=== param_counter ===
Fig. 1: param_counter, nets reached from selected ports
(6 px per µm)
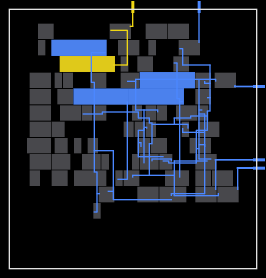
Fig. 2: param_counter, metal 3
(12 px per µm) Cells faint in the background.
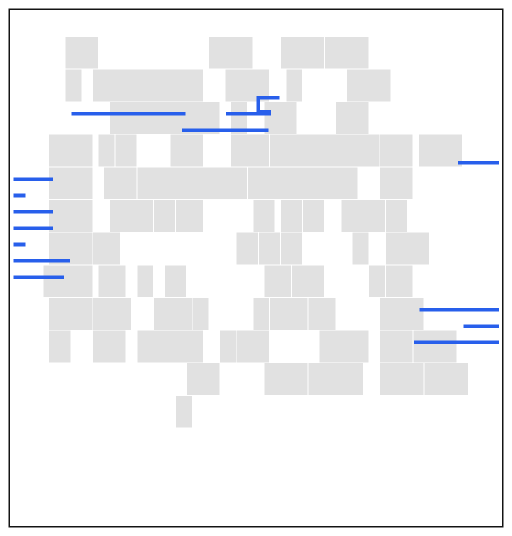
Fig. 3: param_counter, placement density heat map
(8 px per µm) The die is cut into 8 by 9 equal tiles; dark blue is low, red is high, 0 to 100% covered.
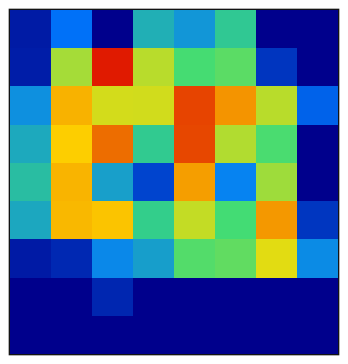
[src/rtl/counter_pkg.sv]
// ============================================================================
// Module : counter_pkg
// Brief  : Shared constants and next-count helper for the param_counter family.
// Rev    : 1.0  initial release
// ============================================================================
`default_nettype none

package counter_pkg;

  localparam int MAX_WIDTH = 32;

  typedef struct packed {
    logic [MAX_WIDTH-1:0] q;
    logic                 wrapped;
  } next_t;

  // Modulus is one bit wider than the count so that 2**MAX_WIDTH is representable.
  function automatic next_t next_count(
    input logic [MAX_WIDTH-1:0] q,
    input logic                 up,
    input logic [MAX_WIDTH:0]   modulus,
    input logic                 saturate
  );
    next_t                r;
    logic [MAX_WIDTH-1:0] last_q;
    logic [MAX_WIDTH:0]   last_ext;
    last_ext  = modulus - (MAX_WIDTH+1)'(1);
    last_q    = modulus[MAX_WIDTH-1:0] - MAX_WIDTH'(1);
    r.q       = q;
    r.wrapped = 1'b0;
    if (up) begin
      if ({1'b0, q} < last_ext) begin
        r.q = q + MAX_WIDTH'(1);
      end else if (!saturate) begin
        r.q       = '0;
        r.wrapped = 1'b1;
      end
    end else begin
      if (q != '0) begin
        r.q = q - MAX_WIDTH'(1);
      end else if (!saturate) begin
        r.q       = last_q;
        r.wrapped = 1'b1;
      end
    end
    return r;
  endfunction

endpackage

`default_nettype wire

[src/rtl/counter_tc_dec.sv]
// ============================================================================
// Module : counter_tc_dec
// Brief  : Terminal-count and cascade-carry decode for modulo up/down counters.
// Rev    : 1.0  initial release
// ============================================================================
`default_nettype none

module counter_tc_dec
  import counter_pkg::*;
#(
  parameter int     WIDTH   = 4,
  parameter longint MODULUS = longint'(1) << WIDTH
) (
  input  logic [WIDTH-1:0] q_i,
  input  logic             up_i,
  input  logic             ctt_i,
  output logic             tc_o,
  output logic             co_o
);

  localparam logic [MAX_WIDTH:0] LAST = MODULUS[MAX_WIDTH:0] - (MAX_WIDTH+1)'(1);

  // Up-count uses >= so out-of-range loaded values still flag terminal count.
  assign tc_o = (up_i && ((MAX_WIDTH+1)'(q_i) >= LAST)) || (!up_i && (q_i == '0));
  assign co_o = tc_o & ctt_i;

endmodule

`default_nettype wire

[src/rtl/param_counter.sv]
// ============================================================================
// Module : param_counter
// Brief  : Presettable modulo-N up/down counter with wrap/saturate, TC/CO and
//          registered wrap pulse. Define PARAM_COUNTER_SCLR_EN to add SCLRn.
// Rev    : 1.0  initial release
// ============================================================================
`default_nettype none

module param_counter
  import counter_pkg::*;
#(
  parameter int     WIDTH    = 4,
  parameter longint MODULUS  = longint'(1) << WIDTH,
  parameter int     SATURATE = 0
) (
  input  logic             CP,
  input  logic             CRn,
`ifdef PARAM_COUNTER_SCLR_EN
  input  logic             SCLRn,
`endif
  input  logic             LDn,
  input  logic [WIDTH-1:0] D,
  input  logic             CTT,
  input  logic             CTP,
  input  logic             UP,
  output logic [WIDTH-1:0] Q,
  output logic             TC,
  output logic             CO,
  output logic             WRAP
);

  localparam logic [MAX_WIDTH:0] MOD_EXT = MODULUS[MAX_WIDTH:0];
  localparam logic               SAT     = (SATURATE != 0);

  logic [WIDTH-1:0] q_q, q_d;
  logic             wrap_q, wrap_d;
  logic             sclr;
  next_t            nxt;

`ifdef PARAM_COUNTER_SCLR_EN
  assign sclr = ~SCLRn;
`else
  assign sclr = 1'b0;
`endif

  assign nxt = next_count(MAX_WIDTH'(q_q), UP, MOD_EXT, SAT);

  generate
    if (WIDTH < MAX_WIDTH) begin : g_hi_bits
      logic unused_hi;
      assign unused_hi = |nxt.q[MAX_WIDTH-1:WIDTH];
    end
  endgenerate

  always_comb begin
    q_d    = q_q;
    wrap_d = 1'b0;
    if (sclr) begin
      q_d = '0;
    end else if (!LDn) begin
      q_d = D;
    end else if (CTT && CTP) begin
      q_d    = nxt.q[WIDTH-1:0];
      wrap_d = nxt.wrapped;
    end
  end

  always_ff @(posedge CP or negedge CRn) begin
    if (!CRn) begin
      q_q    <= '0;
      wrap_q <= 1'b0;
    end else begin
      q_q    <= q_d;
      wrap_q <= wrap_d;
    end
  end

  assign Q    = q_q;
  assign WRAP = wrap_q;

  counter_tc_dec #(
    .WIDTH   (WIDTH),
    .MODULUS (MODULUS)
  ) u_tc_dec (
    .q_i   (q_q),
    .up_i  (UP),
    .ctt_i (CTT),
    .tc_o  (TC),
    .co_o  (CO)
  );

endmodule

`default_nettype wire

[config.mk]
export PLATFORM = sky130hd
export DESIGN_NAME = param_counter
export DESIGN_NICKNAME = d
export VERILOG_FILES = /design/src/rtl/counter_pkg.sv /design/src/rtl/counter_tc_dec.sv /design/src/rtl/param_counter.sv
export SDC_FILE = /design/constraint.sdc
export NUM_CORES = 1
export LEC_CHECK = 0
export CAP_MARGIN = 0
export CORE_AREA = 2 2 39 41
export CTS_CLUSTER_DIAMETER = 30
export CTS_CLUSTER_SIZE = 10
export DETAILED_ROUTE_END_ITERATION = 16
export DIE_AREA = 0 0 41 43
export SYNTH_ARGS = -nofsm -noshare
export SYNTH_HDL_FRONTEND = slang
export SYNTH_SLANG_ARGS = --single-unit
[constraint.sdc]
create_clock -name CP -period 2.1 [get_ports CP]
set_clock_uncertainty 0.05 [all_clocks]
set_input_delay 0.315 -clock CP [delete_from_list [all_inputs] [get_ports CP]]
set_output_delay 0.315 -clock CP [all_outputs]
set_load 0.01 [all_outputs]
==> impl_metrics.csv <==
group,metric,value,unit
status,status,"finished, final reports clean",
pwr,clk-power,107,µW
pwr,pwr-share-comb,0.386,
finish,n_antenna_cell,0,
cts,clkLatencyLatePin,0.24,ns
yosys,synth_nets,61,
critical_path,cp_slowest_cell,"dfrtp_1",
finish,clkbuf_count,4,
finish,logic_area,249,µm²
yosys,aoi_share,0.186,
floorplanning,die_x,41,µm
drt,antenna_left,0,
grt,overflow,0,
drt,drc,0,
grt,grt_max_degree,10,
pwr,seq-power,117,µW
finish,regArea,125,µm²
drt,drtIter0Drc,7,
finish,seq_cells,5,
yosys,yosysSeqAreaShare,0.305,
critical_path,worstSetupPathDepth,6,
finish,final_area,644,µm²
finish,largest_class,"multi-input combinational cells",
critical_path,worstSetupEndpointType,"primary output",
yosys,top_area_frac,0.305,
pwr,seqPwrFrac,0.320,
grt,grt_pass1_wl,1640,µm
pwr,ir_drop,356,µV
cts,cts.sinks,5,
final_timing,rsz0062_at_grt,"no",
finish,seq_share,0.194,
critical_path,cp_slowest_stage_delay,0.39,ns
finish,buf_share,0.324,
flow_run,drv_cap,0,
Notes on Fig. 1 above:
colour	port	bits	direction	edge	end cells	buffers	wire
blue	Q	4	output	3 right, 1 top	4	7	300 µm
yellow	WRAP	1	output	top	1	1	13.8 µm

Notes on Fig. 2 above:
wire length on this layer	61.0 µm
longest straight run	9.20 µm
share of all routed wire	6.3%
via count: 428
grt met3 use: 0.0628
final WL: 962 µm

Notes on Fig. 3 above:
mean over tiles	35%
emptiest ninth of the die	lower left
nearly empty tiles	29%
fullest tile	97%
tiles over 75% full	17%
Util after Layout: 0.466
CORE AREA: 1380 µm²
FP Util: 0.297

synthesized netlist by cell type:
cell type / n
nand2_1: 2
nor2_1: 4
a311o_1: 1
mux2i_1: 2
and3_1: 1
nand3_1: 1
buf_6: 1
nand4_1: 1
nor3_1: 2
buf_2: 1
buf_1: 1
and2_2: 1
inv_1: 4
or3b_2: 1
xor2_1: 1
buf_4: 1
a31oi_1: 1
o22ai_1: 1
a2111oi_1: 1
o21ai_1: 1
and2_1: 1
a21oi_1: 4
dfrtp_1: 5
nor3b_1: 2
and4b_1: 1
xnor2_1: 1
o21ai_0: 2
o21ai_2: 1
nor2b_1: 1
ha_1: 2
routing by layer:
metal	track usage	share of wire
met1	0.174	0.46
met4	0.0400	0
met3	0.0628	0.062
met5	0	0
met2	0.206	0.48
registers in the layout (all words and copies together) (netlist names):
signal	count
Q	4
WRAP	1
timing repair:
action / in CTS / in global routing
gates resized: 11 / 2
pin swaps: 2 / 2
setup endpoints to repair: 2 / 2
per-stage QoR:
stage,total power [mW],util,setup TNS [ns]
after floorplan,0.195,-,0
after global placement,0.257,0.445,-0.571
after detailed placement,0.259,0.445,-0.564
after CTS,0.370,0.461,0
after global routing,0.399,0.466,0
final,0.366,0.466,0

=== draw_rect_raster ===
## config.mk

```make
export PLATFORM = sky130hd
export DESIGN_NAME = draw_rect_raster
export DESIGN_NICKNAME = d
export VERILOG_FILES = /design/src/rtl/draw_pkg.sv /design/src/rtl/rect_bounds.sv /design/src/rtl/draw_rect_raster.sv
export SDC_FILE = /design/constraint.sdc
export NUM_CORES = 1
export LEC_CHECK = 0
export ABC_AREA = 1
export CAP_MARGIN = 20
export CORE_ASPECT_RATIO = 0.9
export CORE_UTILIZATION = 53
export DETAILED_ROUTE_END_ITERATION = 12
export DONT_BUFFER_PORTS = 1
export PLACE_DENSITY_LB_ADDON = 0.3
export SLEW_MARGIN = 0
export SYNTH_ARGS = -nofsm -noshare
export SYNTH_HDL_FRONTEND = slang
export SYNTH_SLANG_ARGS = --single-unit
```

## constraint.sdc

```tcl
create_clock -name clk -period 1.8 [get_ports clk]
set_input_delay 0.18 -clock clk [delete_from_list [all_inputs] [get_ports clk]]
set_output_delay 0.18 -clock clk [all_outputs]
set_load 0.05 [all_outputs]
```

## src/rtl/draw_pkg.sv

```systemverilog
// Shared types and constants for the rectangle rasteriser.
package draw_pkg;

  typedef enum logic [1:0] {
    IDLE,
    RUN,
    DONE
  } state_e;

  localparam logic MODE_FILL    = 1'b0;
  localparam logic MODE_OUTLINE = 1'b1;

endpackage

```

## src/rtl/rect_bounds.sv

```systemverilog
// Normalises a corner pair into min/max bounds using unsigned compares.
module rect_bounds #(
  parameter int unsigned X_W = 8,
  parameter int unsigned Y_W = 8
) (
  input  logic [X_W-1:0] x0_i,
  input  logic [Y_W-1:0] y0_i,
  input  logic [X_W-1:0] x1_i,
  input  logic [Y_W-1:0] y1_i,
  output logic [X_W-1:0] xmin_o,
  output logic [X_W-1:0] xmax_o,
  output logic [Y_W-1:0] ymin_o,
  output logic [Y_W-1:0] ymax_o
);

  // Order each axis independently.
  always_comb begin
    xmin_o = (x0_i < x1_i) ? x0_i : x1_i;
    xmax_o = (x0_i < x1_i) ? x1_i : x0_i;
    ymin_o = (y0_i < y1_i) ? y0_i : y1_i;
    ymax_o = (y0_i < y1_i) ? y1_i : y0_i;
  end

endmodule

```

## src/rtl/draw_rect_raster.sv

```systemverilog
// Rectangle rasteriser: latches a corner pair and streams pixel coordinates in
// row-major order over a valid/ready plot interface, filled or outline.
module draw_rect_raster
  import draw_pkg::*;
#(
  parameter int unsigned X_W      = 8,
  parameter int unsigned Y_W      = 8,
  parameter int unsigned COLOUR_W = 3
) (
  input  logic                clk,
  input  logic                resetn,
  input  logic                start,
  input  logic                mode,
  input  logic [X_W-1:0]      x0,
  input  logic [Y_W-1:0]      y0,
  input  logic [X_W-1:0]      x1,
  input  logic [Y_W-1:0]      y1,
  input  logic [COLOUR_W-1:0] colour,
  input  logic                abort,
  input  logic                plot_ready,
  output logic                plot,
  output logic [X_W-1:0]      out_x,
  output logic [Y_W-1:0]      out_y,
  output logic [COLOUR_W-1:0] out_colour,
  output logic                busy,
  output logic                done
);

  state_e                state_q, state_d;
  logic [X_W-1:0]        xmin_q, xmin_d, xmax_q, xmax_d, cur_x_q, cur_x_d;
  logic [Y_W-1:0]        ymin_q, ymin_d, ymax_q, ymax_d, cur_y_q, cur_y_d;
  logic                  mode_q, mode_d;
  logic [COLOUR_W-1:0]   colour_q, colour_d;

  logic [X_W-1:0]        in_xmin, in_xmax;
  logic [Y_W-1:0]        in_ymin, in_ymax;

  rect_bounds #(
    .X_W (X_W),
    .Y_W (Y_W)
  ) u_bounds (
    .x0_i   (x0),
    .y0_i   (y0),
    .x1_i   (x1),
    .y1_i   (y1),
    .xmin_o (in_xmin),
    .xmax_o (in_xmax),
    .ymin_o (in_ymin),
    .ymax_o (in_ymax)
  );

  // Next-state and pixel walk; end of row/rectangle found by equality so
  // bounds at the top of the coordinate range never wrap.
  always_comb begin
    state_d  = state_q;
    xmin_d   = xmin_q;
    xmax_d   = xmax_q;
    ymin_d   = ymin_q;
    ymax_d   = ymax_q;
    mode_d   = mode_q;
    colour_d = colour_q;
    cur_x_d  = cur_x_q;
    cur_y_d  = cur_y_q;

    unique case (state_q)
      IDLE: begin
        // abort beats a simultaneous start
        if (start && !abort) begin
          xmin_d   = in_xmin;
          xmax_d   = in_xmax;
          ymin_d   = in_ymin;
          ymax_d   = in_ymax;
          mode_d   = mode;
          colour_d = colour;
          cur_x_d  = in_xmin;
          cur_y_d  = in_ymin;
          state_d  = RUN;
        end
      end
      RUN: begin
        if (abort) begin
          state_d = IDLE;
        end else if (plot_ready) begin
          if (cur_x_q != xmax_q) begin
            if (mode_q == MODE_FILL || cur_y_q == ymin_q || cur_y_q == ymax_q) begin
              cur_x_d = cur_x_q + X_W'(1);
            end else begin
              // outline interior row: only the two edge pixels
              cur_x_d = xmax_q;
            end
          end else if (cur_y_q != ymax_q) begin
            cur_x_d = xmin_q;
            cur_y_d = cur_y_q + Y_W'(1);
          end else begin
            state_d = DONE;
          end
        end
      end
      DONE: begin
        state_d = IDLE;
      end
      default: begin
        state_d = IDLE;
      end
    endcase
  end

  // State and datapath registers.
  always_ff @(posedge clk or negedge resetn) begin
    if (!resetn) begin
      state_q  <= IDLE;
      xmin_q   <= '0;
      xmax_q   <= '0;
      ymin_q   <= '0;
      ymax_q   <= '0;
      mode_q   <= 1'b0;
      colour_q <= '0;
      cur_x_q  <= '0;
      cur_y_q  <= '0;
    end else begin
      state_q  <= state_d;
      xmin_q   <= xmin_d;
      xmax_q   <= xmax_d;
      ymin_q   <= ymin_d;
      ymax_q   <= ymax_d;
      mode_q   <= mode_d;
      colour_q <= colour_d;
      cur_x_q  <= cur_x_d;
      cur_y_q  <= cur_y_d;
    end
  end

  // Outputs decoded straight from state so reset clears them immediately.
  always_comb begin
    plot       = (state_q == RUN);
    busy       = (state_q == RUN);
    done       = (state_q == DONE);
    out_x      = cur_x_q;
    out_y      = cur_y_q;
    out_colour = colour_q;
  end

endmodule
```

Fig. 4: draw_rect_raster, placement density heat map
(4 px per µm) The die is cut into 9 by 8 equal tiles; dark blue is low, red is high, 0 to 100% covered.
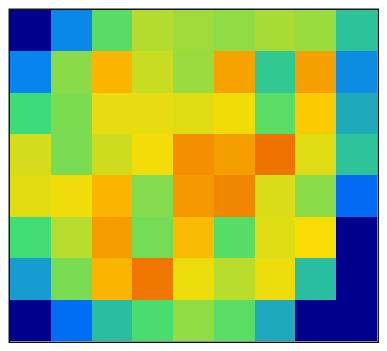
fullest tile	87%
mean over tiles	57%
emptiest ninth of the die	lower right
tiles over 75% full	19%
densest ninth of the die	centre
FP Util: 0.547
CORE AREA: 7040 µm²
Util after Layout: 0.632

==> impl_metrics.csv <==
group,metric,value,unit
finish,layoutNonFillerInstCount,685,
critical_path,crit_family,"buffers and inverters",
grt,overflow,0,
floorplanning,dieHeight,82.9,µm
finish,layout_top_cell,"nand2_1",
critical_path,worstSetupEndpointType,"primary output",
yosys,yosysSeqAreaShare,0.351,
yosys,xor_area_frac,0.0409,
drt,dr.pass1.iters,5,
place,place_ws,0.0478,ns
grt,grt_pass1_wl,17300,µm
cts,hold_buffers,6,
drt,avgRoutedWirePerCell,15.1,µm
finish,regArea,1370,µm²
cts,cts_buffer_depth,2,
final_timing,hold_violations,0,
final_timing,finalMaxSlewViolations,0,
finish,fin_nets,648,
flow_run,tool_warnings,27,
critical_path,reg2reg_depth,11,
grt,busiest_layer,"met2",
yosys,yosys_area,3850,µm²
floorplanning,taps,93,
place,portBuffers,0,
critical_path,crit_path_start_kind,"flip-flop",
final_timing,fmaxAchievable,585,MHz
grt,grt_pass1_vias,3767,
floorplanning,row_count,29,
finish,final_area,4450,µm²
min_path,min_to,"xmax_q[4]$_DFFE_PN0P_",
yosys,yosys_warnings,0,
status,status,"finished, final reports clean",
place,place.gp.congestion,0.873,
yosys,topCombFamilyByArea,"simple AND/OR/NAND/NOR gates",
cts,numCtsBuffers,5,
drt,top_layer,"met4",
finish,clkbuf_count,5,
yosys,numSynthFlops,54,
place,place_inst,668,
finish,n_all_buffers,48,
drt,viasPerCell,5.58,
drt,wl,10300,µm
finish,n_antenna_cell,0,
drt,dr_wl_met3,831,µm
yosys,synthesis.area,3850,µm²
cts,cts-root-buf,"clkbuf_8",
drt,drc,0,
drt,antenna_left,0,
pwr,finalPower,5.26,mW
critical_path,arrival,1.53,ns
yosys,simple_gate_area_frac,0.323,
final_timing,skew,0.00795,ns
Fig. 5: draw_rect_raster, nets reached from selected ports
(3 px per µm)
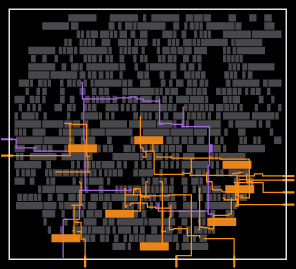
colour	port	bits	direction	edge	end cells	buffers	wire
orange	out_y	8	output	4 right, 3 bottom, 1 left	8	9	566 µm
purple	plot	1	output	left	1	2	225 µm

## flip-flops by register name (all words and copies together), names as in the netlist
signal      flops
ymin_q          8
mode_q          1
out_x           8
ymax_q          8
out_colour      3
xmax_q          8
xmin_q          8
out_y           8
state_q         2
## synth_stat cells
cell type	instances	area, µm²
o22ai_1	4	25.0
buf_6	2	22.5
dfrtp_1	54	1350
xnor2_1	8	70.1
buf_2	3	15.0
or2_2	1	6.26
nand3_1	58	290
a21oi_1	26	130
o211ai_4	1	21.3
nand2_1	163	612
nor4_4	1	21.3
inv_1	76	285
a21boi_0	2	15.0
clkbuf_1	12	45.0
nor2_4	1	11.3
nand4_1	17	106
xor2_1	10	87.6
o21ai_1	2	10.0
ha_1	16	200
nand3_2	1	10.0
clkbuf_8	1	13.8
a211oi_2	1	12.5
nand2_2	3	18.8
nand2_4	1	11.3
buf_4	3	22.5
nor2_2	3	18.8
nor3_1	2	10.0
and2_1	2	12.5
o21ai_0	37	185
a31oi_1	7	43.8
inv_2	5	18.8
o31ai_1	1	7.51
a211oi_4	1	20.0
nor2_1	31	116
buf_1	1	3.75
## report_power, final
part           internal [mW]  switching (mW)
Sequential              1.55           0.346
Clock                  0.411           0.441
Combinational          0.903            1.61


==> screenshots <==
Clock wires, drivers and flops.
(a)
(4 px per µm)
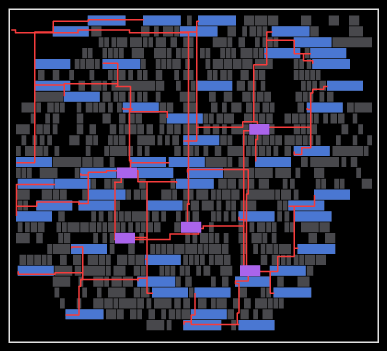
(b)
(8 px per µm)
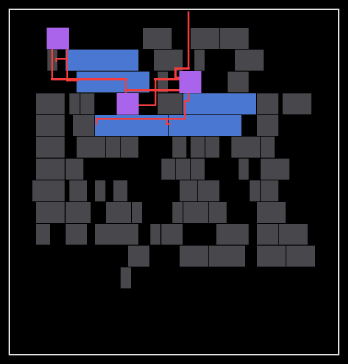
The one with the largest die is (a).
param_counter is (b).
draw_rect_raster is (a).

Power figures rest on the tool's default switching activity, not on a simulated workload.
